==================== ring_freq_meter
ring_freq_meter, zoomed window:
Window x 45 to 65, y 85 to 105 µm. Cells in gray, sequential cells in the stronger gray; small squares are vias.
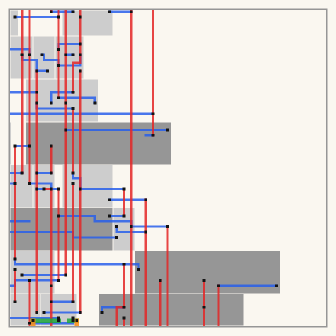

==> src/rtl/ring_meter_pkg.sv <==
// Shared types and constants for the ring-oscillator frequency meter.
// State codes are plain 2-bit constants so external checkers can compare against them directly.
package ring_meter_pkg;

    localparam int DEF_GATE_W      = 16;
    localparam int DEF_CNT_W       = 16;
    localparam int DEF_SYNC_STAGES = 2;

    typedef enum logic [1:0] {
        IDLE    = 2'd0,
        ARM     = 2'd1,
        MEASURE = 2'd2,
        DONE    = 2'd3
    } meter_state_e;

    localparam logic [1:0] ST_IDLE    = 2'd0;
    localparam logic [1:0] ST_ARM     = 2'd1;
    localparam logic [1:0] ST_MEASURE = 2'd2;
    localparam logic [1:0] ST_DONE    = 2'd3;

    // Largest value representable in w bits, used as the accumulator ceiling.
    function automatic logic [63:0] sat_max(input int w);
        if (w >= 64) begin
            return '1;
        end
        return (64'd1 << w) - 64'd1;
    endfunction

endpackage

==> src/rtl/ring_freq_meter_sync_edge_det.sv <==
// Brings the asynchronous oscillator tap into the clk domain and flags its rising edges.
// The history flop runs every cycle so a window never starts on a stale comparison.
module sync_edge_det #(
    parameter int SYNC_STAGES = 2
) (
    input  logic clk,
    input  logic rst,
    input  logic async_in,
    output logic level,
    output logic rise
);

    localparam int STAGES = (SYNC_STAGES < 2) ? 2 : SYNC_STAGES;

    logic [STAGES-1:0] chain;
    logic              prev;

    always_ff @(posedge clk or posedge rst) begin
        if (rst) begin
            chain <= '0;
            prev  <= 1'b0;
        end else begin
            chain <= {chain[STAGES-2:0], async_in};
            prev  <= chain[STAGES-1];
        end
    end

    assign level = chain[STAGES-1];
    assign rise  = chain[STAGES-1] & ~prev;

endmodule

==> src/rtl/ring_freq_meter.sv <==
// Counts synchronized oscillator rising edges over a window of gate_cycles clk cycles.
// Handshake: start is sampled only while idle; busy covers ARM..DONE; done pulses once with count/overflow.
module ring_freq_meter
    import ring_meter_pkg::*;
#(
    parameter int GATE_W      = DEF_GATE_W,
    parameter int CNT_W       = DEF_CNT_W,
    parameter int SYNC_STAGES = DEF_SYNC_STAGES
) (
    input  logic              clk,
    input  logic              rst,
    input  logic              osc_in,
    input  logic              start,
    input  logic [GATE_W-1:0] gate_cycles,
    output logic              busy,
    output logic              done,
    output logic [CNT_W-1:0]  count,
    output logic              overflow
);

    localparam logic [CNT_W-1:0] CNT_MAX = CNT_W'(sat_max(CNT_W));

    logic [1:0]        state;
    logic [1:0]        state_nxt;
    logic [GATE_W-1:0] g;
    logic [CNT_W-1:0]  acc;
    logic [CNT_W-1:0]  acc_nxt;
    logic              ovf;
    logic              ovf_nxt;
    logic              osc_level;
    logic              osc_rise;

    sync_edge_det #(
        .SYNC_STAGES(SYNC_STAGES)
    ) u_sync (
        .clk     (clk),
        .rst     (rst),
        .async_in(osc_in),
        .level   (osc_level),
        .rise    (osc_rise)
    );

    always_comb begin
        state_nxt = state;
        acc_nxt   = acc;
        ovf_nxt   = ovf;
        case (state)
            ST_IDLE: begin
                if (start) begin
                    state_nxt = ST_ARM;
                end
            end
            ST_ARM: begin
                acc_nxt   = '0;
                ovf_nxt   = 1'b0;
                state_nxt = (g == '0) ? ST_DONE : ST_MEASURE;
            end
            ST_MEASURE: begin
                // Saturate rather than wrap; a rise that cannot be counted marks the window.
                if (osc_rise) begin
                    if (acc == CNT_MAX) begin
                        ovf_nxt = 1'b1;
                    end else begin
                        acc_nxt = acc + CNT_W'(1);
                    end
                end
                if (g == GATE_W'(1)) begin
                    state_nxt = ST_DONE;
                end
            end
            ST_DONE: begin
                state_nxt = ST_IDLE;
            end
            default: begin
                state_nxt = ST_IDLE;
            end
        endcase
    end

    always_ff @(posedge clk or posedge rst) begin
        if (rst) begin
            state    <= ST_IDLE;
            g        <= '0;
            acc      <= '0;
            ovf      <= 1'b0;
            done     <= 1'b0;
            count    <= '0;
            overflow <= 1'b0;
        end else begin
            state <= state_nxt;
            acc   <= acc_nxt;
            ovf   <= ovf_nxt;
            if (state == ST_IDLE && start) begin
                g <= gate_cycles;
            end else if (state == ST_MEASURE) begin
                g <= g - GATE_W'(1);
            end
            // Results are captured on entry to DONE so they are already valid while done is high.
            done <= (state_nxt == ST_DONE);
            if (state_nxt == ST_DONE) begin
                count    <= acc_nxt;
                overflow <= ovf_nxt;
            end
        end
    end

    assign busy = (state != ST_IDLE);

endmodule

==> config.mk <==
export PLATFORM = sky130hd
export DESIGN_NAME = ring_freq_meter
export DESIGN_NICKNAME = d
export VERILOG_FILES = /design/src/rtl/ring_meter_pkg.sv /design/src/rtl/ring_freq_meter_sync_edge_det.sv /design/src/rtl/ring_freq_meter.sv
export SDC_FILE = /design/constraint.sdc
export NUM_CORES = 1
export LEC_CHECK = 0
export CORE_ASPECT_RATIO = 2
export CORE_MARGIN = 10
export CORE_UTILIZATION = 50
export DETAILED_ROUTE_END_ITERATION = 7
export PLACE_DENSITY = 0.74
export SETUP_SLACK_MARGIN = 0.5
export SYNTH_ARGS = -nofsm -noshare
export SYNTH_HDL_FRONTEND = slang
export SYNTH_SLANG_ARGS = --single-unit
export TNS_END_PERCENT = 5
==> constraint.sdc <==
create_clock -name clk -period 3.1 [get_ports clk]
set_input_delay 0.775 -clock clk [delete_from_list [all_inputs] [get_ports clk]]
set_output_delay 0.775 -clock clk [all_outputs]
set_load 0.02 [all_outputs]
==================== rr_mux_reg
### src/rtl/rr_mux_reg.sv
// Registered 2**S-to-1 channel mux with valid/ready handshakes on every side.
// Selection is either directed by ctrl or round-robin across valid channels.
module rr_mux_reg #(
  parameter int S = 2,
  parameter int T = 3
) (
  input  logic                  clk,
  input  logic                  reset,
  input  logic                  mode,
  input  logic [S-1:0]          ctrl,
  input  logic [(2**S)*T-1:0]   in,
  input  logic [(2**S)-1:0]     in_valid,
  output logic [(2**S)-1:0]     in_ready,
  output logic [T-1:0]          out,
  output logic [S-1:0]          out_sel,
  output logic                  out_valid,
  input  logic                  out_ready
);

  localparam int N = 2**S;

  logic [T-1:0] out_q, out_d;
  logic [S-1:0] sel_q, sel_d;
  logic         vld_q, vld_d;
  logic [S-1:0] ptr_q, ptr_d;

  logic         load;
  logic         gnt_vld;
  logic [S-1:0] gnt_idx;
  logic [S-1:0] cand;

  assign load = !vld_q || out_ready;

  // Round-robin search walks ptr+N down to ptr+1 so the nearest candidate wins;
  // ptr+N wraps to ptr itself, letting a sole valid channel at ptr be re-granted.
  always_comb begin
    gnt_vld = 1'b0;
    gnt_idx = '0;
    cand    = '0;
    if (!mode) begin
      if (in_valid[ctrl]) begin
        gnt_vld = 1'b1;
        gnt_idx = ctrl;
      end
    end else begin
      for (int k = N; k >= 1; k--) begin
        cand = ptr_q + S'(k);
        if (in_valid[cand]) begin
          gnt_vld = 1'b1;
          gnt_idx = cand;
        end
      end
    end
  end

  always_comb begin
    for (int i = 0; i < N; i++) begin
      in_ready[i] = gnt_vld && load && !reset && (gnt_idx == S'(i));
    end
  end

  always_comb begin
    out_d = out_q;
    sel_d = sel_q;
    vld_d = vld_q;
    ptr_d = ptr_q;
    if (load) begin
      if (gnt_vld) begin
        out_d = in[int'(gnt_idx)*T +: T];
        sel_d = gnt_idx;
        vld_d = 1'b1;
        if (mode) ptr_d = gnt_idx;
      end else begin
        vld_d = 1'b0;
      end
    end
  end

  // Output register stage
  always_ff @(posedge clk) begin
    if (reset) begin
      out_q <= '0;
      sel_q <= '0;
      vld_q <= 1'b0;
      ptr_q <= S'(N-1);
    end else begin
      out_q <= out_d;
      sel_q <= sel_d;
      vld_q <= vld_d;
      ptr_q <= ptr_d;
    end
  end

  assign out       = out_q;
  assign out_sel   = sel_q;
  assign out_valid = vld_q;

endmodule

### config.mk
export PLATFORM = sky130hd
export DESIGN_NAME = rr_mux_reg
export DESIGN_NICKNAME = d
export VERILOG_FILES = /design/src/rtl/rr_mux_reg.sv
export SDC_FILE = /design/constraint.sdc
export NUM_CORES = 1
export LEC_CHECK = 0
export CORE_UTILIZATION = 41
export DETAILED_ROUTE_END_ITERATION = 7
export HOLD_SLACK_MARGIN = 0.1
export PLACE_DENSITY = 0.83
export SKIP_CTS_REPAIR_TIMING = 1
export SLEW_MARGIN = 15
export SYNTH_ARGS = -nofsm -noshare
export SYNTH_HDL_FRONTEND = slang
export SYNTH_SLANG_ARGS = --single-unit
### constraint.sdc
create_clock -name clk -period 2.6 [get_ports clk]
set_input_delay 0.39 -clock clk [delete_from_list [all_inputs] [get_ports clk]]
set_output_delay 0.39 -clock clk [all_outputs]
set_load 0.05 [all_outputs]
==================== regfile_sb
`src/rtl/core_pkg.sv`:
```
// Shared core definitions: default integer register file geometry, register
// address type and the hardwired-zero register index.
package core_pkg;

  localparam int XLEN_DEF  = 32;
  localparam int NREGS_DEF = 32;
  localparam int AW_DEF    = $clog2(NREGS_DEF);

  typedef logic [AW_DEF-1:0] reg_addr_t;

  localparam reg_addr_t REG_ZERO = '0;

endpackage : core_pkg

```
`src/rtl/regfile_rdport.sv`:
```
// One combinational read port of the integer register file: x0 squash,
// optional same-cycle writeback forwarding, then array and busy lookup.
module regfile_rdport
  import core_pkg::*;
#(
  parameter int XLEN   = XLEN_DEF,
  parameter int NREGS  = NREGS_DEF,
  parameter int BYPASS = 1,
  localparam int AW    = $clog2(NREGS)
) (
  input  logic [AW-1:0]         addr_i,
  input  logic [NREGS*XLEN-1:0] regs_flat_i,
  input  logic [NREGS-1:0]      busy_flat_i,
  input  logic                  we_i,
  input  logic [AW-1:0]         wa_i,
  input  logic [XLEN-1:0]       wd_i,
  output logic [XLEN-1:0]       data_o,
  output logic                  busy_o
);

  logic fwd_hit;

  // Forwarded data has just been produced, so it can never be busy.
  assign fwd_hit = (BYPASS != 0) && we_i && (wa_i == addr_i);

  always_comb begin
    data_o = '0;
    busy_o = 1'b0;
    if (addr_i != AW'(REG_ZERO)) begin
      if (fwd_hit) begin
        data_o = wd_i;
      end else begin
        data_o = regs_flat_i[addr_i*XLEN +: XLEN];
        busy_o = busy_flat_i[addr_i];
      end
    end
  end

endmodule : regfile_rdport

```
`src/rtl/regfile_sb.sv`:
```
// Integer register file with N read ports, one write port and a per-register
// busy scoreboard set at issue and cleared at writeback. x0 is constant zero.
module regfile_sb
  import core_pkg::*;
#(
  parameter int XLEN   = XLEN_DEF,
  parameter int NREGS  = NREGS_DEF,
  parameter int NREAD  = 2,
  parameter int BYPASS = 1,
  localparam int AW    = $clog2(NREGS)
) (
  input  logic                  clk,
  input  logic                  rst_n,
  input  logic [NREAD*AW-1:0]   rd_addr,
  output logic [NREAD*XLEN-1:0] rd_data,
  output logic [NREAD-1:0]      rd_busy,
  input  logic                  we,
  input  logic [AW-1:0]         wa,
  input  logic [XLEN-1:0]       wd,
  input  logic                  mark_en,
  input  logic [AW-1:0]         mark_addr,
  output logic                  busy_any
);

  // Only registers 1..NREGS-1 are stored; x0 is spliced in as a constant.
  logic [NREGS-1:1][XLEN-1:0] regs_q, regs_d;
  logic [NREGS-1:1]           busy_q, busy_d;

  logic [NREGS*XLEN-1:0]      regs_flat;
  logic [NREGS-1:0]           busy_flat;

  always_comb begin
    regs_d = regs_q;
    busy_d = busy_q;
    for (int r = 1; r < NREGS; r++) begin
      if (we && (wa == AW'(r))) begin
        regs_d[r] = wd;
        busy_d[r] = 1'b0;
      end
      // A new producer marked in the writeback cycle takes precedence.
      if (mark_en && (mark_addr == AW'(r))) begin
        busy_d[r] = 1'b1;
      end
    end
  end

  always_ff @(posedge clk or negedge rst_n) begin
    if (!rst_n) begin
      regs_q <= '0;
      busy_q <= '0;
    end else begin
      regs_q <= regs_d;
      busy_q <= busy_d;
    end
  end

  assign regs_flat = {regs_q, {XLEN{1'b0}}};
  assign busy_flat = {busy_q, 1'b0};
  assign busy_any  = |busy_q;

  for (genvar p = 0; p < NREAD; p++) begin : g_rdport
    regfile_rdport #(
      .XLEN   (XLEN),
      .NREGS  (NREGS),
      .BYPASS (BYPASS)
    ) u_rdport (
      .addr_i      (rd_addr[p*AW +: AW]),
      .regs_flat_i (regs_flat),
      .busy_flat_i (busy_flat),
      .we_i        (we),
      .wa_i        (wa),
      .wd_i        (wd),
      .data_o      (rd_data[p*XLEN +: XLEN]),
      .busy_o      (rd_busy[p])
    );
  end

endmodule : regfile_sb
```
`config.mk`:
```
export PLATFORM = sky130hd
export DESIGN_NAME = regfile_sb
export DESIGN_NICKNAME = d
export VERILOG_FILES = /design/src/rtl/core_pkg.sv /design/src/rtl/regfile_rdport.sv /design/src/rtl/regfile_sb.sv
export SDC_FILE = /design/constraint.sdc
export NUM_CORES = 2
export LEC_CHECK = 0
export CORE_ASPECT_RATIO = 0.8
export CORE_MARGIN = 2
export CORE_UTILIZATION = 30
export DETAILED_ROUTE_END_ITERATION = 8
export PLACE_DENSITY = 0.51
export SLEW_MARGIN = 20
export SYNTH_ARGS = -nofsm -noshare
export SYNTH_HDL_FRONTEND = slang
export SYNTH_SLANG_ARGS = --single-unit
export TNS_END_PERCENT = 100
```
`constraint.sdc`:
```
create_clock -name clk -period 4 [get_ports clk]
set_clock_uncertainty 0.05 [all_clocks]
set_input_delay 0.8 -clock clk [delete_from_list [all_inputs] [get_ports clk]]
set_output_delay 0.8 -clock clk [all_outputs]
set_load 0.05 [all_outputs]
```
==================== clk_div_prog
$ cat config.mk
export PLATFORM = sky130hd
export DESIGN_NAME = clk_div_prog
export DESIGN_NICKNAME = d
export VERILOG_FILES = /design/src/rtl/clk_div_pkg.sv /design/src/rtl/clk_div_ratio_ctrl.sv /design/src/rtl/clk_div_prog.sv
export SDC_FILE = /design/constraint.sdc
export NUM_CORES = 1
export LEC_CHECK = 0
export CORE_MARGIN = 2
export CORE_UTILIZATION = 49
export CTS_CLUSTER_DIAMETER = 40
export DETAILED_ROUTE_END_ITERATION = 12
export PLACE_DENSITY = 0.79
export SLEW_MARGIN = 10
export SYNTH_ARGS = -nofsm -noshare
export SYNTH_HDL_FRONTEND = slang
export SYNTH_SLANG_ARGS = --single-unit
$ cat constraint.sdc
create_clock -name clk -period 2.7 [get_ports clk]
set_input_delay 0.675 -clock clk [delete_from_list [all_inputs] [get_ports clk]]
set_output_delay 0.675 -clock clk [all_outputs]
set_load 0.01 [all_outputs]
$ cat src/rtl/clk_div_pkg.sv
// Shared definitions for the programmable clock divider.
package clk_div_pkg;

    // Smallest ratio that still yields a high and a low phase.
    localparam int MIN_DIV = 2;

    // Default width of the ratio field.
    localparam int DEFAULT_DIV_W = 8;

    // Divider run state.
    typedef enum logic {
        STOP = 1'b0,
        RUN  = 1'b1
    } state_t;

endpackage

$ cat src/rtl/clk_div_ratio_ctrl.sv
// Ratio bookkeeping: legality check, pending register, apply/ack/err and the
// ratio currently in force.
module clk_div_ratio_ctrl
    import clk_div_pkg::*;
#(
    parameter int DIV_W       = DEFAULT_DIV_W,
    parameter int DEFAULT_DIV = 6
)(
    input  logic             clk,
    input  logic             rstn,
    input  logic [DIV_W-1:0] div_ratio,
    input  logic             div_load,
    input  logic             apply,
    output logic [DIV_W-1:0] div_active,
    output logic             load_ack,
    output logic             load_err
);

    logic [DIV_W-1:0] pending_reg;
    logic             pending_valid_reg;
    logic [DIV_W-1:0] active_reg;
    logic             ack_reg;
    logic             err_reg;
    logic             ratio_legal;

    assign ratio_legal = (div_ratio >= DIV_W'(MIN_DIV));

    // Apply uses the pending value from before this edge, so a load arriving
    // on an apply edge is held for the next boundary (last load wins).
    always_ff @(posedge clk or negedge rstn) begin
        if (!rstn) begin
            pending_reg       <= '0;
            pending_valid_reg <= 1'b0;
            active_reg        <= DIV_W'(DEFAULT_DIV);
            ack_reg           <= 1'b0;
            err_reg           <= 1'b0;
        end else begin
            ack_reg <= 1'b0;
            err_reg <= div_load && !ratio_legal;
            if (apply && pending_valid_reg) begin
                active_reg        <= pending_reg;
                ack_reg           <= 1'b1;
                pending_valid_reg <= 1'b0;
            end
            if (div_load && ratio_legal) begin
                pending_reg       <= div_ratio;
                pending_valid_reg <= 1'b1;
            end
        end
    end

    assign div_active = active_reg;
    assign load_ack   = ack_reg;
    assign load_err   = err_reg;

endmodule

$ cat src/rtl/clk_div_prog.sv
// Runtime-programmable 50%-duty integer clock divider with clean start/stop.
module clk_div_prog
    import clk_div_pkg::*;
#(
    parameter int DIV_W       = DEFAULT_DIV_W,
    parameter int DEFAULT_DIV = 6
)(
    input  logic             clk,
    input  logic             rstn,
    input  logic             en,
    input  logic [DIV_W-1:0] div_ratio,
    input  logic             div_load,
    output logic             load_ack,
    output logic             load_err,
    output logic [DIV_W-1:0] div_active,
    output logic             tick,
    output logic             clk_out
);

    localparam logic [DIV_W-1:0] ONE = DIV_W'(1);

    state_t           state_reg, state_next;
    logic [DIV_W-1:0] cnt_reg, cnt_next;
    logic [DIV_W-1:0] cnt_inc;
    logic [DIV_W-1:0] half_period;
    logic             p_reg, p_next;
    logic             n_reg;
    logic             tick_reg, tick_next;
    logic             period_end;
    logic             apply;

    assign cnt_inc     = cnt_reg + ONE;
    assign half_period = div_active >> 1;
    assign period_end  = (state_reg == RUN) && (cnt_reg == (div_active - ONE));
    // New ratios land only where the output is low and a period restarts.
    assign apply       = (state_reg == STOP) || period_end;

    clk_div_ratio_ctrl #(
        .DIV_W       (DIV_W),
        .DEFAULT_DIV (DEFAULT_DIV)
    ) u_ratio_ctrl (
        .clk        (clk),
        .rstn       (rstn),
        .div_ratio  (div_ratio),
        .div_load   (div_load),
        .apply      (apply),
        .div_active (div_active),
        .load_ack   (load_ack),
        .load_err   (load_err)
    );

    // State, counter, posedge phase flop and tick register.
    always_ff @(posedge clk or negedge rstn) begin
        if (!rstn) begin
            state_reg <= STOP;
            cnt_reg   <= '0;
            p_reg     <= 1'b0;
            tick_reg  <= 1'b0;
        end else begin
            state_reg <= state_next;
            cnt_reg   <= cnt_next;
            p_reg     <= p_next;
            tick_reg  <= tick_next;
        end
    end

    // Next-state: periods always run to completion before stopping.
    always_comb begin
        state_next = state_reg;
        cnt_next   = cnt_reg;
        p_next     = p_reg;
        tick_next  = 1'b0;
        case (state_reg)
            STOP: begin
                if (en) begin
                    state_next = RUN;
                    cnt_next   = '0;
                    p_next     = 1'b1;
                    tick_next  = 1'b1;
                end
            end
            RUN: begin
                if (period_end) begin
                    cnt_next = '0;
                    if (en) begin
                        p_next    = 1'b1;
                        tick_next = 1'b1;
                    end else begin
                        state_next = STOP;
                        p_next     = 1'b0;
                    end
                end else begin
                    cnt_next = cnt_inc;
                    p_next   = (cnt_inc < half_period);
                end
            end
            default: begin
                state_next = STOP;
                cnt_next   = '0;
                p_next     = 1'b0;
            end
        endcase
    end

    // Negedge copy of p; stretches the high phase by half a cycle for odd N.
    always_ff @(negedge clk or negedge rstn) begin
        if (!rstn) begin
            n_reg <= 1'b0;
        end else begin
            n_reg <= p_reg;
        end
    end

    // Output select comes from the registered ratio LSB, not the counter.
    assign clk_out = div_active[0] ? (p_reg | n_reg) : p_reg;
    assign tick    = tick_reg;

endmodule

==================== m9k_tensor_reader
## src/rtl/m9k_pkg.sv

```systemverilog
// Shared constants and state encoding for the M9K tensor reader and the
// word memory controller it talks to.
package m9k_pkg;

   localparam int MEM_SIZE = 1024;  // memory depth in words
   localparam int ADDR_W   = 15;    // memory address width
   localparam int DATA_W   = 32;    // word width
   localparam int MAX_DIMS = 4;     // largest ndims accepted in a header

   // Index width into the physical array.
   localparam int IDX_W = $clog2(MEM_SIZE);

   typedef enum logic [2:0] {
      IDLE,
      RD_NDIMS,
      RD_DIM,
      CHECK,
      STREAM,
      FIN,
      ERR
   } state_t;

endpackage

```

## src/rtl/m9k_tensor_reader.sv

```systemverilog
// Reads a tensor header [ndims][dim0]..[dimN-1] from M9K memory, validates
// it, and streams the element words out over valid/ready.
//
// Handshake: out_valid is held high in STREAM until out_ready is seen high
// on a rising edge; an element transfers exactly on a cycle where both are
// high. While out_ready is low the address, and therefore out_data, stay put.
module m9k_tensor_reader
   import m9k_pkg::*;
(
   input  logic              clk,
   input  logic              rst,
   input  logic              start,
   input  logic [ADDR_W-1:0] base_addr,
   output logic              busy,
   output logic              done,
   output logic              err,
   output logic [31:0]       num_elems,
   output logic [ADDR_W-1:0] mem_addr,
   output logic              mem_w_en,
   output logic [DATA_W-1:0] mem_data_store,
   input  logic [DATA_W-1:0] mem_data_load,
   output logic [DATA_W-1:0] out_data,
   output logic              out_valid,
   input  logic              out_ready,
   output logic              out_last,
   output state_t            fsm_state
);

   localparam int AW1 = ADDR_W + 1;

   state_t            state, state_nxt;
   logic [ADDR_W-1:0] base_q;
   logic [2:0]        ndims_q;
   logic [2:0]        dims_left;
   logic [31:0]       acc;
   logic [31:0]       idx;
   logic [63:0]       product;
   logic [AW1-1:0]    end_addr;
   logic              ndims_bad;
   logic              dim_bad;
   logic              bound_bad;
   logic              hs;
   logic              last;

   // Header validation terms, all evaluated against the word on the bus.
   assign ndims_bad = (mem_data_load == '0) || (mem_data_load > DATA_W'(MAX_DIMS));
   assign product   = 64'(acc) * 64'(mem_data_load);
   assign dim_bad   = (mem_data_load == '0) || (product[63:32] != '0) ||
                      (product[31:0] > 32'(MEM_SIZE));
   // One past the last element; acc never exceeds MEM_SIZE so the slice is exact.
   assign end_addr  = AW1'(base_q) + AW1'(1) + AW1'(ndims_q) + acc[AW1-1:0];
   assign bound_bad = (end_addr > AW1'(MEM_SIZE));

   assign hs   = (state == STREAM) && out_ready;
   assign last = (idx == num_elems - 32'd1);

   // State register.
   always_ff @(posedge clk) begin
      if (rst) state <= IDLE;
      else     state <= state_nxt;
   end

   // Next-state logic.
   always_comb begin
      state_nxt = state;
      case (state)
         IDLE:     if (start) state_nxt = RD_NDIMS;
         RD_NDIMS: state_nxt = ndims_bad ? ERR : RD_DIM;
         RD_DIM: begin
            if (dim_bad)                state_nxt = ERR;
            else if (dims_left == 3'd1) state_nxt = CHECK;
         end
         CHECK:    state_nxt = bound_bad ? ERR : STREAM;
         STREAM:   if (hs && last) state_nxt = FIN;
         FIN:      state_nxt = IDLE;
         ERR:      state_nxt = IDLE;
         default:  state_nxt = IDLE;
      endcase
   end

   // Datapath: address walk, dim product, element counter.
   always_ff @(posedge clk) begin
      if (rst) begin
         base_q    <= '0;
         ndims_q   <= '0;
         dims_left <= '0;
         acc       <= '0;
         idx       <= '0;
         num_elems <= '0;
         mem_addr  <= '0;
      end else begin
         case (state)
            IDLE: begin
               if (start) begin
                  base_q    <= base_addr;
                  mem_addr  <= base_addr;
                  num_elems <= '0;
               end
            end
            RD_NDIMS: begin
               if (!ndims_bad) begin
                  ndims_q   <= mem_data_load[2:0];
                  dims_left <= mem_data_load[2:0];
                  acc       <= 32'd1;
                  mem_addr  <= mem_addr + ADDR_W'(1);
               end
            end
            RD_DIM: begin
               if (!dim_bad) begin
                  acc       <= product[31:0];
                  dims_left <= dims_left - 3'd1;
                  mem_addr  <= mem_addr + ADDR_W'(1);
               end
            end
            CHECK: begin
               if (!bound_bad) begin
                  num_elems <= acc;
                  idx       <= '0;
               end
            end
            STREAM: begin
               // The final handshake leaves mem_addr on the last element so
               // it never steps past the end of memory.
               if (hs && !last) begin
                  idx      <= idx + 32'd1;
                  mem_addr <= mem_addr + ADDR_W'(1);
               end
            end
            ERR:     num_elems <= '0;
            default: ;
         endcase
      end
   end

   assign busy           = (state != IDLE);
   assign done           = (state == FIN) || (state == ERR);
   assign err            = (state == ERR);
   assign out_valid      = (state == STREAM);
   assign out_last       = (state == STREAM) && last;
   assign out_data       = (state == STREAM) ? mem_data_load : '0;
   assign mem_w_en       = 1'b0;
   assign mem_data_store = '0;
   assign fsm_state      = state;

endmodule

```

## config.mk

```make
export PLATFORM = sky130hd
export DESIGN_NAME = m9k_tensor_reader
export DESIGN_NICKNAME = d
export VERILOG_FILES = /design/src/rtl/m9k_pkg.sv /design/src/rtl/m9k_tensor_reader.sv
export SDC_FILE = /design/constraint.sdc
export NUM_CORES = 2
export LEC_CHECK = 0
export ABC_AREA = 1
export CAP_MARGIN = 20
export CORE_ASPECT_RATIO = 0.6
export CORE_MARGIN = 2
export CORE_UTILIZATION = 50
export DETAILED_ROUTE_END_ITERATION = 10
export PLACE_DENSITY = 0.67
export SLEW_MARGIN = 10
export SYNTH_ARGS = -nofsm -noshare
export SYNTH_HDL_FRONTEND = slang
export SYNTH_SLANG_ARGS = --single-unit
export TNS_END_PERCENT = 1
```

## constraint.sdc

```tcl
create_clock -name clk -period 12.3 [get_ports clk]
set_clock_uncertainty 0.1 [all_clocks]
set_input_delay 3.075 -clock clk [delete_from_list [all_inputs] [get_ports clk]]
set_output_delay 3.075 -clock clk [all_outputs]
set_load 0.1 [all_outputs]
```

regfile_sb, zoomed window:
Window x 354 to 374, y 281 to 301 µm. Cells in gray, sequential cells in the stronger gray; small squares are vias.
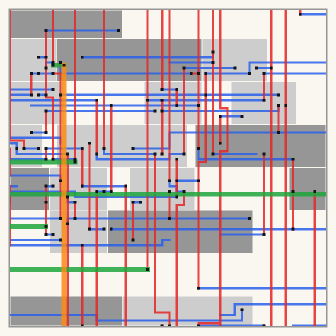
| color | layer |
|---|---|
| red | met2 |
| green | met3 |
| blue | met1 |
| orange | met4 |
most frequent: dfrtp_1 (5), mux2_2 (4), mux2i_1 (3)
cells with their middle in the window: 15
sequential cells in the window: 5
netlist names of flops here include: regs_flat (5)

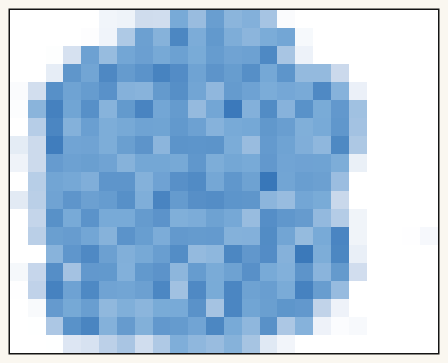
regfile_sb: placement density heat map
24 x 19 tiles, from white (low) to dark blue (high), 0 to 100% covered.
mean over tiles: 35%
fullest tile: 71%
nearly empty tiles: 27%
emptiest ninth of the die: top right
Floorplan Utilization: 30.1%
utilization after layout: 37.1%

==> changes_impl.md, regfile_sb <==
## Implementation

* Total inserted antenna cells at 1
* Critical path origin: rd_addr[5]
* Routed length per placed instance at 32.6 µm
* Synth warn at 0
* Synth flops at 1,023
* Area-dominant cell class after layout: logic gates
* Number of rows created at floorplan at 141
* Top cells by count: 1,047 x mux2_2, 1,023 x dfrtp_1, 409 x mux4_2
* Hold slack at 18.6 ps
* Maximum fanout along the worst path at 11
* Capturing element type of the critical path: primary output
* Top-level I/O count at 123
* Topmost layer with routed signal wires: met5
* Worst Max-Slew Pin Slew at 991 ps
* Internal power at 0.0239 W
* Max transition margin at 33.9%
* Path class of the lowest-slack min-delay path: primary input to async pin
* Total setup violations reported at the end of the flow at 0
* Aggregate routed wire length at 218,000 µm
* Timing-limited maximum frequency at 252 MHz
* Cells on worst reg2reg path at 1
* Time the final worst path needs with I/O delays and setup at 3970 ps
* Status: finished clean
* FFs w/ async S/R, synth at 100%
* Worst slack, placed at -596 ps
* Delay-heaviest family, CP: multiplexers
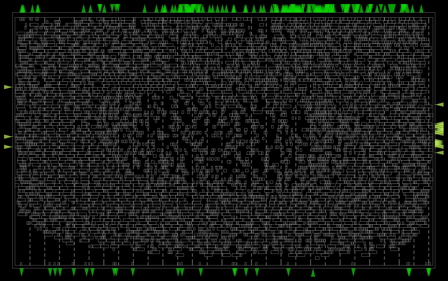
m9k_tensor_reader: placed standard cells
Flops: 135
utilization after layout: 54.5%

==> changes_impl.md, m9k_tensor_reader <==
## Implementation

* Final-layout clock-cell area share at 1.18%
* FA/HA/MAJ Cells, Area Fraction at 47.3%
* Timing-limited maximum frequency at 83.9 MHz
* Clk power at 0.000517 W
* Internal power at 0.00140 W
* Top-level I/O count at 171
* Number of sinks handled by clock tree synthesis at 135
* Setup TNS at 0 ps
* Combinational gate power at 0.00221 W
* Status: finished clean
* Beginning of the worst register-to-register path: acc[18]$_SDFFE_PP0P_
* Total setup violations reported at the end of the flow at 0
* Cell count after placement at 7,670
* Most instantiated logic cell after routing: nand2_1
* Peak supply drop at 0.134 mV
* Worst Max-Slew Pin Slew at 1150 ps
* Delay-heaviest family, CP: adder cells
* Layout Area Growth over Synthesis at 7.28%
* TritonCTS clock tree: yes
* Deepest clock path buffer count at 2
* Fraction of final layout cells with drive strength greater than 1 at 3.79%
* Tool warnings at 27
* Main logic family: adder cells
* Post-detailed-route via-to-cell ratio at 5.18
* Switch Pwr at 0.00194 W
* Maximum fanout along the worst path at 29
* Flip-flop and latch share of the layout cell area at 5.51%
* First-pass GRT wire length at 237,000 µm
* Met1 Usage GRT at 51.2%
* Synthesized chip area reported by yosys at 45,800 µm²
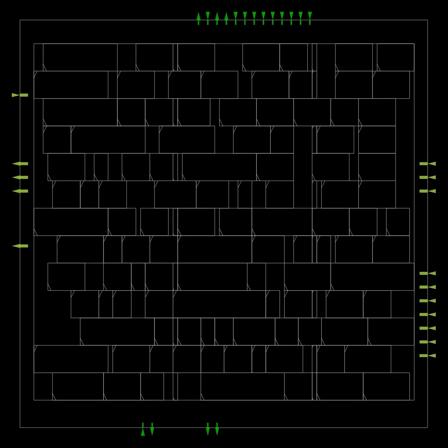
rr_mux_reg: placed standard cells
Post-Layout Cell Count: 126
number of rows created at floorplan: 13

==> changes_impl.md, rr_mux_reg <==
## Implementation

* Design Area, Final at 1110 µm²
* Number of DRC violations after detailed-routing iteration 0 at 25
* Routability cong. at 0.732
* Status: finished clean
* Aggregate routed wire length at 2060 µm
* Number of sinks handled by clock tree synthesis at 8
* Element type at the critical path start: primary input
* Hold slack at 463 ps
* Internal power at 0.000309 W
* Switching share of total power at 36.5%
* Depth of the CTS H-tree at 1
* Core Area at 1330 µm²
* Cells after synthesis at 68
* Cell Type Count at 24
* Critical path data required time at 2210 ps
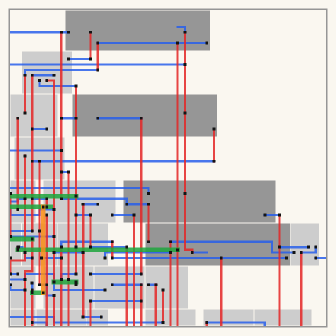
clk_div_prog: zoomed window
Window x 37 to 57, y 37 to 57 µm. Cells in gray, sequential cells in the stronger gray; small squares are vias.
| color | layer |
|---|---|
| blue | met1 |
| orange | met4 |
| red | met2 |
| green | met3 |
netlist names of flops here include: cnt_reg (4)
cells with their middle in the window: 17
most frequent: nand3_1 (3), a22o_1 (3), dfrtp_1 (3)
sequential cells in the window: 4

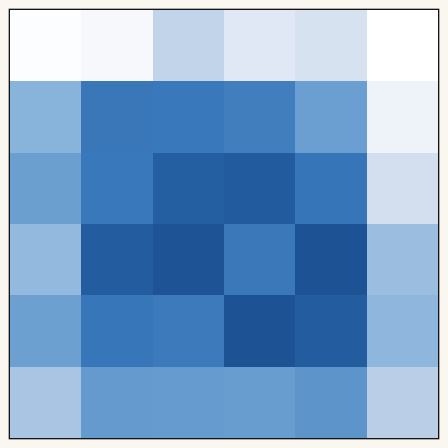
clk_div_prog: placement density heat map
6 x 6 tiles, from white (low) to dark blue (high), 0 to 100% covered.
tiles over 75% full: 19%
densest ninth of the die: middle
mean over tiles: 52%
nearly empty tiles: 5.6%
emptiest ninth of the die: top right
utilization after layout: 63.4%
Floorplan Utilization: 51.1%
Core Area: 3360 µm²

==> changes_impl.md, clk_div_prog <==
## Implementation

* Status: finished with violations
* Failing checks: setup timing
* Most used cells in the layout excluding fill and tap cells: 27 x dfrtp_1, 23 x nand2_1, 22 x clkdlybuf4s50_1
* Post-detailed-route via-to-cell ratio at 5.36
* Mux cell area share at 8.22%
* Aggregate routed wire length at 3670 µm
* Max transition margin at 65.1%
* Setup ws final at -244 ps
* Met3 Resource Use GR at 6.07%
* Relative area of non-clock buffer cells in the final design at 14.8%
* Maximum number of pins on one net before global-route repair at 31
* Number of setup buffers added after CTS at 0
* Clock root cell: clkbuf_4
* Total setup violations reported at the end of the flow at 1
* Worst Max-Slew Pin Slew at 522 ps
* DIE WIDTH at 63.2 µm
* Final clock skew at 8.81 ps
* Beginning of the worst register-to-register path: u_ratio_ctrl.div_active[1]$_DFFE_PN1P_
* Part of the total power dissipated in combinational logic at 5.8%
* Critical path origin: n_reg$_DFF_NN0_
* Setup repair after global routing missed its margin: true
* Overall global routing resource usage at 20.4%
* Capturing element type of the critical path: primary output
* Detailed Place HPWL at 2730 µm
* Met2 routing resource usage after global routing at 33.6%
* Slowest stage cell on the critical path: dfrtn_1
* PostCTS Resize Cnt at 4
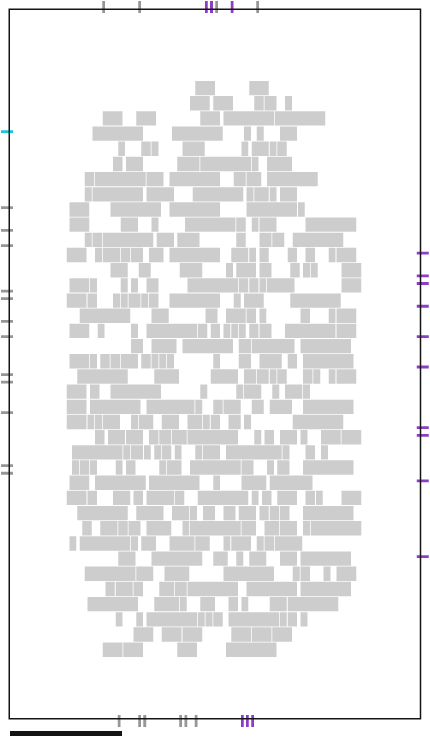
ring_freq_meter: pin placement
Scale bar: 20 µm. Pins as bars across the die edge, other pins in gray.
| color | port | pins | direction | edge |
|---|---|---|---|---|
| cyan | clk | 1 | input | left |
| purple | count | 16 | output | 10 right, 3 top, 3 bottom |
DIE WIDTH: 73.4 µm
Die H: 127 µm
number of buffer cells added on primary ports: 38

Notes on 'zoomed window' of ring_freq_meter above:
| color | layer |
|---|---|
| blue | met1 |
| red | met2 |
| green | met3 |
| orange | met4 |
sequential cells in the window: 4
netlist names of flops here include: acc (2), count (2)
most frequent: dfrtp_1 (4)
cells with their middle in the window: 15

==> changes_impl.md, ring_freq_meter <==
## Implementation

* Most used cells in the layout excluding fill and tap cells: 56 x dfrtp_1, 47 x nand2_1, 38 x clkdlybuf4s50_1
* Routed length per placed instance at 15.9 µm
* Clk power at 0.000415 W
* Status: finished clean
* Tool warnings at 30
* Final clock skew at 7.52 ps
* Final-layout clock-cell area share at 2.86%
* Setup repair after global routing missed its margin: false
* Power per Cell Area at 673 nW/µm²
* Aggregate routed wire length at 6350 µm
* Synth warn at 0
* Cell area after synthesis at 2860 µm²
* Met3 Resource Use GR at 3.28%
* Via count of the first global-routing pass at 2,430
* Element type at the critical path start: primary input

==================== dbg_status_mux
dbg_status_mux, placed standard cells:
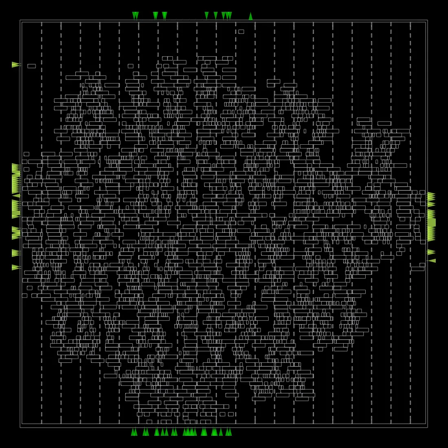

File: src/rtl/dbg_status_mux.sv
// Debug presenter: latches NUM_CH debug words and shows the selected one (live/sticky/stretch/hold) on LEDs and 4-digit hex.
// Latency dbg_in/ch_sel->led 2 cycles, mode->led 1, led->seg/an/dp 1; no backpressure, inputs sampled every cycle.
module dbg_status_mux #(
    parameter int NUM_CH         = 4,
    parameter int CH_W           = 16,
    parameter int STRETCH_CYCLES = 1000000,
    parameter int REFRESH_DIV    = 100000
) (
    input  logic                                         clk,
    input  logic                                         rst_n,
    input  logic [NUM_CH*CH_W-1:0]                       dbg_in,
    input  logic [(NUM_CH > 1 ? $clog2(NUM_CH) : 1)-1:0] ch_sel,
    input  logic [1:0]                                   mode,
    input  logic                                         clear,
    output logic [CH_W-1:0]                              led,
    output logic [6:0]                                   seg,
    output logic [3:0]                                   an,
    output logic                                         dp,
    output logic                                         sel_err
);
    localparam int SEL_W = (NUM_CH > 1) ? $clog2(NUM_CH) : 1;
    localparam int CNT_W = $clog2(STRETCH_CYCLES + 1);
    localparam int REF_W = $clog2(REFRESH_DIV);

    localparam logic [1:0] MODE_LIVE    = 2'b00;
    localparam logic [1:0] MODE_STICKY  = 2'b01;
    localparam logic [1:0] MODE_STRETCH = 2'b10;
    localparam logic [1:0] MODE_HOLD    = 2'b11;

    logic [CH_W-1:0]  dbg_q    [NUM_CH];
    logic [CH_W-1:0]  sticky_q [NUM_CH];
    logic [CH_W-1:0]  sticky_d [NUM_CH];
    logic [CNT_W-1:0] cnt_q    [CH_W];
    logic [CNT_W-1:0] cnt_d    [CH_W];
    logic [SEL_W-1:0] sel_q;
    logic [CH_W-1:0]  led_q, led_d, hold_q, hold_d;
    logic [1:0]       mode_q;
    logic             sel_err_q;
    logic [REF_W-1:0] ref_q, ref_d;
    logic [1:0]       idx_q, idx_d;
    logic [6:0]       seg_q, seg_d;
    logic [3:0]       an_q, an_d;
    logic             dp_q, dp_d;

    logic [CH_W-1:0]  sel_word, sel_sticky, stretch_vec;
    logic             sel_bad, stretch_kill, ref_wrap, hold_entry;

    function automatic logic [6:0] hex7(input logic [3:0] n);
        case (n)
            4'h0: hex7 = 7'b1000000;
            4'h1: hex7 = 7'b1111001;
            4'h2: hex7 = 7'b0100100;
            4'h3: hex7 = 7'b0110000;
            4'h4: hex7 = 7'b0011001;
            4'h5: hex7 = 7'b0010010;
            4'h6: hex7 = 7'b0000010;
            4'h7: hex7 = 7'b1111000;
            4'h8: hex7 = 7'b0000000;
            4'h9: hex7 = 7'b0010000;
            4'hA: hex7 = 7'b0001000;
            4'hB: hex7 = 7'b0000011;
            4'hC: hex7 = 7'b1000110;
            4'hD: hex7 = 7'b0100001;
            4'hE: hex7 = 7'b0000110;
            default: hex7 = 7'b0001110;
        endcase
    endfunction

    // Out-of-range selects fall through to an all-zero word in every mode.
    always_comb begin
        sel_word   = '0;
        sel_sticky = '0;
        sel_bad    = 1'b1;
        for (int k = 0; k < NUM_CH; k++) begin
            if (int'(sel_q) == k) begin
                sel_word   = dbg_q[k];
                sel_sticky = sticky_q[k];
                sel_bad    = 1'b0;
            end
        end
    end

    always_comb begin
        for (int k = 0; k < NUM_CH; k++) begin
            sticky_d[k] = clear ? '0 : (sticky_q[k] | dbg_q[k]);
        end
    end

    // A select change or clear kills the stretch both in the counters and on the next led value.
    assign stretch_kill = clear | (ch_sel != sel_q);

    always_comb begin
        stretch_vec = '0;
        for (int b = 0; b < CH_W; b++) begin
            cnt_d[b] = cnt_q[b];
            if (stretch_kill) begin
                cnt_d[b] = '0;
            end else if (sel_word[b]) begin
                cnt_d[b] = CNT_W'(STRETCH_CYCLES);
            end else if (cnt_q[b] != '0) begin
                cnt_d[b] = cnt_q[b] - CNT_W'(1);
            end
            stretch_vec[b] = (cnt_q[b] != '0) & ~stretch_kill;
        end
    end

    assign hold_entry = (mode == MODE_HOLD) && (mode_q != MODE_HOLD);

    always_comb begin
        hold_d = hold_entry ? led_q : hold_q;
        case (mode)
            MODE_LIVE:    led_d = sel_word;
            MODE_STICKY:  led_d = sel_sticky;
            MODE_STRETCH: led_d = sel_word | stretch_vec;
            default:      led_d = hold_entry ? led_q : hold_q;
        endcase
    end

    always_comb begin
        ref_wrap = (ref_q == REF_W'(REFRESH_DIV - 1));
        ref_d    = ref_wrap ? '0 : ref_q + REF_W'(1);
        idx_d    = ref_wrap ? idx_q + 2'd1 : idx_q;
        an_d     = ~(4'b0001 << idx_q);
        seg_d    = hex7(led_q[4*idx_q +: 4]);
        if (mode == MODE_HOLD) begin
            dp_d = 1'b0;
        end else begin
            dp_d = ~(sel_err_q && (idx_q == 2'd3));
        end
    end

    always_ff @(posedge clk or negedge rst_n) begin
        if (!rst_n) begin
            for (int k = 0; k < NUM_CH; k++) begin
                dbg_q[k]    <= '0;
                sticky_q[k] <= '0;
            end
            for (int b = 0; b < CH_W; b++) begin
                cnt_q[b] <= '0;
            end
            sel_q     <= '0;
            led_q     <= '0;
            hold_q    <= '0;
            mode_q    <= MODE_LIVE;
            sel_err_q <= 1'b0;
            ref_q     <= '0;
            idx_q     <= '0;
            seg_q     <= 7'h7F;
            an_q      <= 4'hF;
            dp_q      <= 1'b1;
        end else begin
            for (int k = 0; k < NUM_CH; k++) begin
                dbg_q[k]    <= dbg_in[k*CH_W +: CH_W];
                sticky_q[k] <= sticky_d[k];
            end
            for (int b = 0; b < CH_W; b++) begin
                cnt_q[b] <= cnt_d[b];
            end
            sel_q     <= ch_sel;
            led_q     <= led_d;
            hold_q    <= hold_d;
            mode_q    <= mode;
            sel_err_q <= sel_bad;
            ref_q     <= ref_d;
            idx_q     <= idx_d;
            seg_q     <= seg_d;
            an_q      <= an_d;
            dp_q      <= dp_d;
        end
    end

    assign led     = led_q;
    assign seg     = seg_q;
    assign an      = an_q;
    assign dp      = dp_q;
    assign sel_err = sel_err_q;

endmodule

File: config.mk
export PLATFORM = sky130hd
export DESIGN_NAME = dbg_status_mux
export DESIGN_NICKNAME = d
export VERILOG_FILES = /design/src/rtl/dbg_status_mux.sv
export SDC_FILE = /design/constraint.sdc
export NUM_CORES = 1
export LEC_CHECK = 0
export CORE_UTILIZATION = 30
export DETAILED_ROUTE_END_ITERATION = 12
export GPL_TIMING_DRIVEN = 0
export HOLD_SLACK_MARGIN = 0.1
export PLACE_DENSITY = 0.53
export SYNTH_ARGS = -nofsm -noshare
export SYNTH_HDL_FRONTEND = slang
export SYNTH_SLANG_ARGS = --single-unit
export TNS_END_PERCENT = 30
File: constraint.sdc
create_clock -name clk -period 3.9 [get_ports clk]
set_input_delay 1.17 -clock clk [delete_from_list [all_inputs] [get_ports clk]]
set_output_delay 1.17 -clock clk [all_outputs]
set_load 0.05 [all_outputs]
==================== hit_resolve
--- src/rtl/hit_resolve.sv ---
// Closest-hit resolver: keeps the nearest positive-t triangle per pixel and
// writes its normal as an RGB444 colour. Optional stats: HIT_RESOLVE_STATS_EN.
module hit_resolve #(
  parameter int          TOTAL_PREC     = 27,
  parameter int          FRAC_BITS      = 22,
  parameter int          TOTAL_PREC_ROT = 18,
  parameter int          FRAC_BITS_ROT  = 13,
  parameter logic [11:0] BG_COLOR       = 12'h000
) (
  input  logic                             clk,
  input  logic                             rst_n,
  input  logic                             in_valid,
  input  logic [19:0]                      fb_addr,
  input  logic                             hit,
  input  logic signed [TOTAL_PREC-1:0]     t,
  input  logic signed [TOTAL_PREC_ROT-1:0] n [2:0],
  input  logic                             last_tri,
  input  logic                             last_pix,
  output logic                             fb_we,
  output logic [19:0]                      fb_waddr,
  output logic [11:0]                      fb_wdata,
  output logic                             frame_done,
  output logic                             state_dbg
`ifdef HIT_RESOLVE_STATS_EN
  ,
  output logic [19:0]                      hit_count
`endif
);

  // Input handshake: a beat is consumed on every rising edge where in_valid=1.
  // There is no ready; the upstream pipeline never stalls.

  localparam int NSHIFT = FRAC_BITS_ROT - 3;
  localparam int NW     = TOTAL_PREC_ROT + 1;
  localparam logic signed [NW-1:0] NIB_OFFS = NW'(8);
  localparam logic signed [NW-1:0] NIB_MAX  = NW'(15);

  if (FRAC_BITS >= TOTAL_PREC || FRAC_BITS_ROT < 3 ||
      FRAC_BITS_ROT >= TOTAL_PREC_ROT) begin : g_param_check
    $error("hit_resolve: inconsistent fixed-point parameters");
  end

  typedef enum logic {
    SYNC = 1'b0,
    RUN  = 1'b1
  } state_t;

  state_t state, state_nx;

  logic                             have_hit;
  logic signed [TOTAL_PREC-1:0]     best_t;
  logic signed [TOTAL_PREC_ROT-1:0] best_n [2:0];

  logic                             cand;
  logic                             take;
  logic                             resolve;
  logic                             mrg_hit;
  logic signed [TOTAL_PREC_ROT-1:0] mrg_n [2:0];
  logic [11:0]                      color;

  // Scale a normal component to a 4-bit colour channel centred on 8.
  function automatic logic [3:0] to_nib(input logic signed [TOTAL_PREC_ROT-1:0] v);
    logic signed [NW-1:0] s;
    s = {v[TOTAL_PREC_ROT-1], v};
    s = (s >>> NSHIFT) + NIB_OFFS;
    if (s[NW-1])
      return 4'h0;
    else if (s > NIB_MAX)
      return 4'hF;
    else
      return s[3:0];
  endfunction

  always_comb begin
    state_nx = state;
    cand     = 1'b0;
    take     = 1'b0;
    resolve  = 1'b0;
    mrg_hit  = have_hit;
    for (int k = 0; k < 3; k++) mrg_n[k] = best_n[k];

    unique case (state)
      SYNC: begin
        if (in_valid && last_tri && last_pix) state_nx = RUN;
      end
      RUN: begin
        // t > 0: sign bit clear and not zero.
        cand    = in_valid && hit && !t[TOTAL_PREC-1] && (t != '0);
        take    = cand && (!have_hit || (t < best_t));
        resolve = in_valid && last_tri;
        if (take) begin
          mrg_hit = 1'b1;
          for (int k = 0; k < 3; k++) mrg_n[k] = n[k];
        end
      end
      default: state_nx = SYNC;
    endcase

    color = mrg_hit ? {to_nib(mrg_n[0]), to_nib(mrg_n[1]), to_nib(mrg_n[2])}
                    : BG_COLOR;
  end

  always_ff @(posedge clk) begin
    if (!rst_n) begin
      state      <= SYNC;
      fb_we      <= 1'b0;
      frame_done <= 1'b0;
      fb_waddr   <= '0;
      fb_wdata   <= '0;
      have_hit   <= 1'b0;
      best_t     <= '0;
      for (int k = 0; k < 3; k++) best_n[k] <= '0;
    end else begin
      state      <= state_nx;
      fb_we      <= 1'b0;
      frame_done <= 1'b0;
      if (resolve) begin
        fb_we      <= 1'b1;
        fb_waddr   <= fb_addr;
        fb_wdata   <= color;
        frame_done <= last_pix;
        have_hit   <= 1'b0;
        best_t     <= '0;
        for (int k = 0; k < 3; k++) best_n[k] <= '0;
      end else if (take) begin
        have_hit <= 1'b1;
        best_t   <= t;
        for (int k = 0; k < 3; k++) best_n[k] <= n[k];
      end
    end
  end

  assign state_dbg = state;

`ifdef HIT_RESOLVE_STATS_EN
  logic [19:0] hit_cnt;

  // hit_count is published on the same edge that raises frame_done.
  always_ff @(posedge clk) begin
    if (!rst_n) begin
      hit_cnt   <= '0;
      hit_count <= '0;
    end else if (resolve) begin
      if (last_pix) begin
        hit_count <= hit_cnt + {19'b0, mrg_hit};
        hit_cnt   <= '0;
      end else begin
        hit_cnt <= hit_cnt + {19'b0, mrg_hit};
      end
    end
  end
`endif

endmodule

--- config.mk ---
export PLATFORM = sky130hd
export DESIGN_NAME = hit_resolve
export DESIGN_NICKNAME = d
export VERILOG_FILES = /design/src/rtl/hit_resolve.sv
export SDC_FILE = /design/constraint.sdc
export NUM_CORES = 1
export LEC_CHECK = 0
export CAP_MARGIN = 20
export CELL_PAD_IN_SITES_DETAIL_PLACEMENT = 0
export CELL_PAD_IN_SITES_GLOBAL_PLACEMENT = 1
export CORE_AREA = 2 2 113 115
export CTS_BUF_LIST = sky130_fd_sc_hd__clkbuf_16
export CTS_CLUSTER_DIAMETER = 50
export DETAILED_ROUTE_END_ITERATION = 10
export DIE_AREA = 0 0 115 117
export PLACE_DENSITY = 0.94
export SLEW_MARGIN = 30
export SYNTH_ARGS = -nofsm -noshare
export SYNTH_HDL_FRONTEND = slang
export SYNTH_SLANG_ARGS = --single-unit
--- constraint.sdc ---
create_clock -name clk -period 7.47 [get_ports clk]
set_clock_uncertainty 0.1 [all_clocks]
set_input_delay 2.241 -clock clk [delete_from_list [all_inputs] [get_ports clk]]
set_output_delay 2.241 -clock clk [all_outputs]
set_load 0.01 [all_outputs]

## Gallery

Placement density heat map.
Plate I
29 x 29 tiles, from white (low) to dark blue (high), 0 to 100% covered.
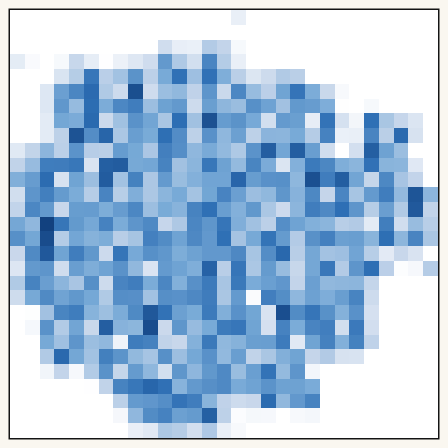
Plate II
12 x 12 tiles, from white (low) to dark blue (high), 0 to 100% covered.
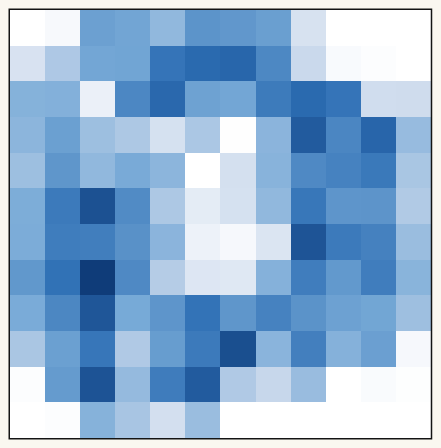
- Plate II = hit_resolve
- Plate I = dbg_status_mux

dbg_status_mux, pin placement:
Scale bar: 100 µm. Pins as bars across the die edge, other pins in gray.
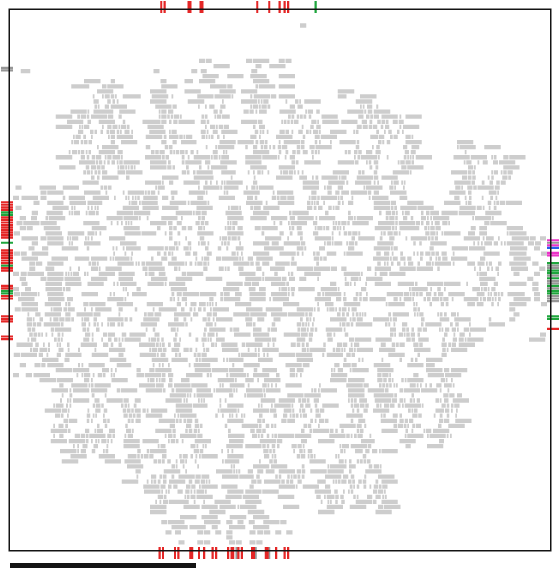
| color | port | pins | direction | edge |
|---|---|---|---|---|
| green | led | 16 | output | 9 right, 6 left, 1 top |
| red | dbg_in | 64 | input | 30 left, 22 bottom, 11 top, 1 right |
| blue | dp | 1 | output | right |
| magenta | an | 4 | output | right |
all pins by edge: 38 left, 25 right, 25 bottom, 12 top
Die H: 290 µm
number of buffer cells added on primary ports: 99
DIE WIDTH: 290 µm

Notes on 'placed standard cells' of dbg_status_mux above:
number of tapcells: 1,070
Core Area: 82,000 µm²
# fillers: 8,192
Flops: 516
flip-flop and latch share of the layout cell area: 44.1%

==> changes_impl.md, dbg_status_mux <==
## Implementation

* Most instantiated logic cell after routing: dfrtp_1
* Clk latency of the worst-skew pair at 650 ps
* Status: finished clean
* Buf/Inv on CP at 4
* Number of DRC violations after detailed-routing iteration 0 at 1,243
* Maximum number of pins on one net before global-route repair at 116
* Number of standard cells reported by yosys at 2,447
* Beginning of the worst register-to-register path: sel_q[1]$_DFF_PN0_
* Mux cell area share at 5.05%
* Routed length on met1 at 31,100 µm
* Number of sinks handled by clock tree synthesis at 516
* Number of design rule violations left after detail routing at 0
* Worst slack, placed at -939 ps
* Num CTS Buffers at 58
* Synthesized chip area reported by yosys at 24,900 µm²
* Critical Path Most Common Cell: clkbuf_1
* Sequential-cell power consumption at 0.00620 W
* Critical path data required time at 4390 ps
* Depth of the CTS H-tree at 2
* Time the final worst path needs with I/O delays and setup at 3640 ps
* Final clock skew at 47.1 ps
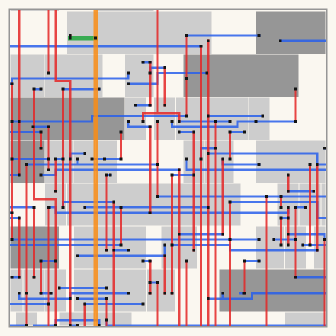
hit_resolve: zoomed window
Window x 76 to 96, y 78 to 98 µm. Cells in gray, sequential cells in the stronger gray; small squares are vias.
| color | layer |
|---|---|
| red | met2 |
| green | met3 |
| orange | met4 |
| blue | met1 |
cells with their middle in the window: 31
sequential cells in the window: 4
netlist names of flops here include: best_t (4)
most frequent: nand2_1 (9)

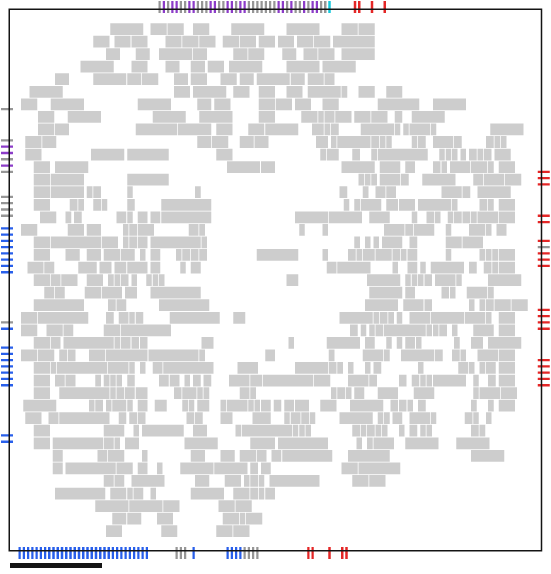
hit_resolve: pin placement
Scale bar: 20 µm. Pins as bars across the die edge, other pins in gray.
| color | port | pins | direction | edge |
|---|---|---|---|---|
| red | t | 27 | input | 18 right, 5 bottom, 4 top |
| cyan | fb_we | 1 | output | top |
| purple | fb_waddr | 20 | output | 17 top, 3 left |
| blue | n | 54 | input | 36 bottom, 18 left |
all pins by edge: 48 bottom, 45 top, 30 left, 19 right
Die H: 117 µm
DIE WIDTH: 115 µm
number of buffer cells added on primary ports: 111

==> changes_impl.md, hit_resolve <==
## Implementation

* Critical path data required time at 7610 ps
* Delay-heaviest family, CP: AND-OR/OR-AND gates
* Plain + repair buffers at 119
* Peak supply drop at 0.102 mV
* Number of rows created at floorplan at 41
* Overall global routing resource usage at 17.5%
* First-pass GRT wire length at 18,600 µm
* Max reg flops at 27
* Logic depth of the worst path, buffers included at 18
* Worst hold stages at 2
* Number of tapcells at 150
* Setup TNS at 0 ps
* Status: finished clean
* Layout Area Growth over Synthesis at 35.6%
* Internal power at 0.000849 W
* Compound-cell area share of the yosys netlist at 16.7%
* Depth of the CTS H-tree at 3
* Arrival time at the worst endpoint at 6550 ps
* Most heavily used metal layer in global routing: met2
* Power per Cell Area at 182 nW/µm²


## Gallery

Sizing map.
shot_01.png
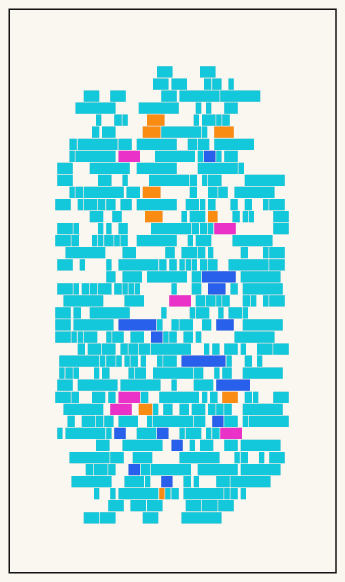
shot_02.png
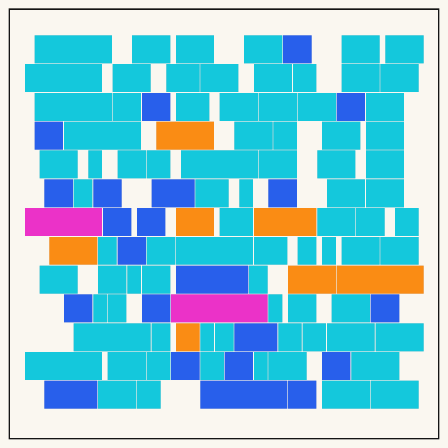
shot_03.png
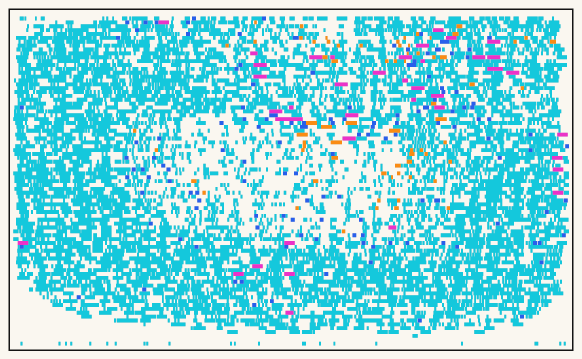
shot_04.png
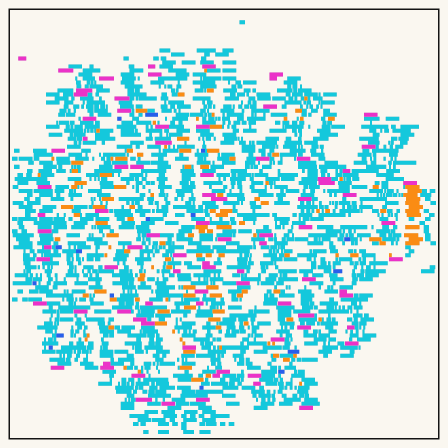
shot_05.png
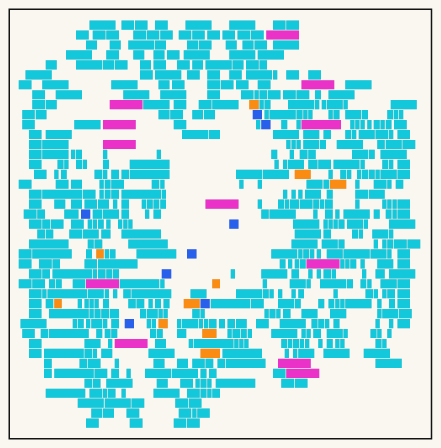
shot_06.png
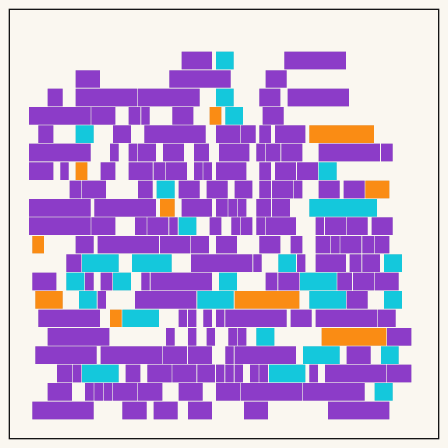
Of these, fewest cells: shot_02.png
Of these, most cells: shot_03.png
dbg_status_mux -> shot_04.png
clk_div_prog -> shot_06.png
ring_freq_meter -> shot_01.png
hit_resolve -> shot_05.png
m9k_tensor_reader -> shot_03.png
rr_mux_reg -> shot_02.png

Key to shot_05.png:
| color | size | cells | share |
|---|---|---|---|
| cyan | drive 1 or less | 585 | 95% |
| blue | drive 3 to 4 | 8 | 1.3% |
| orange | drive 2 | 10 | 1.6% |
| magenta | drive 6 and up | 12 | 2.0% |

Power and IR drop assume default switching activity.
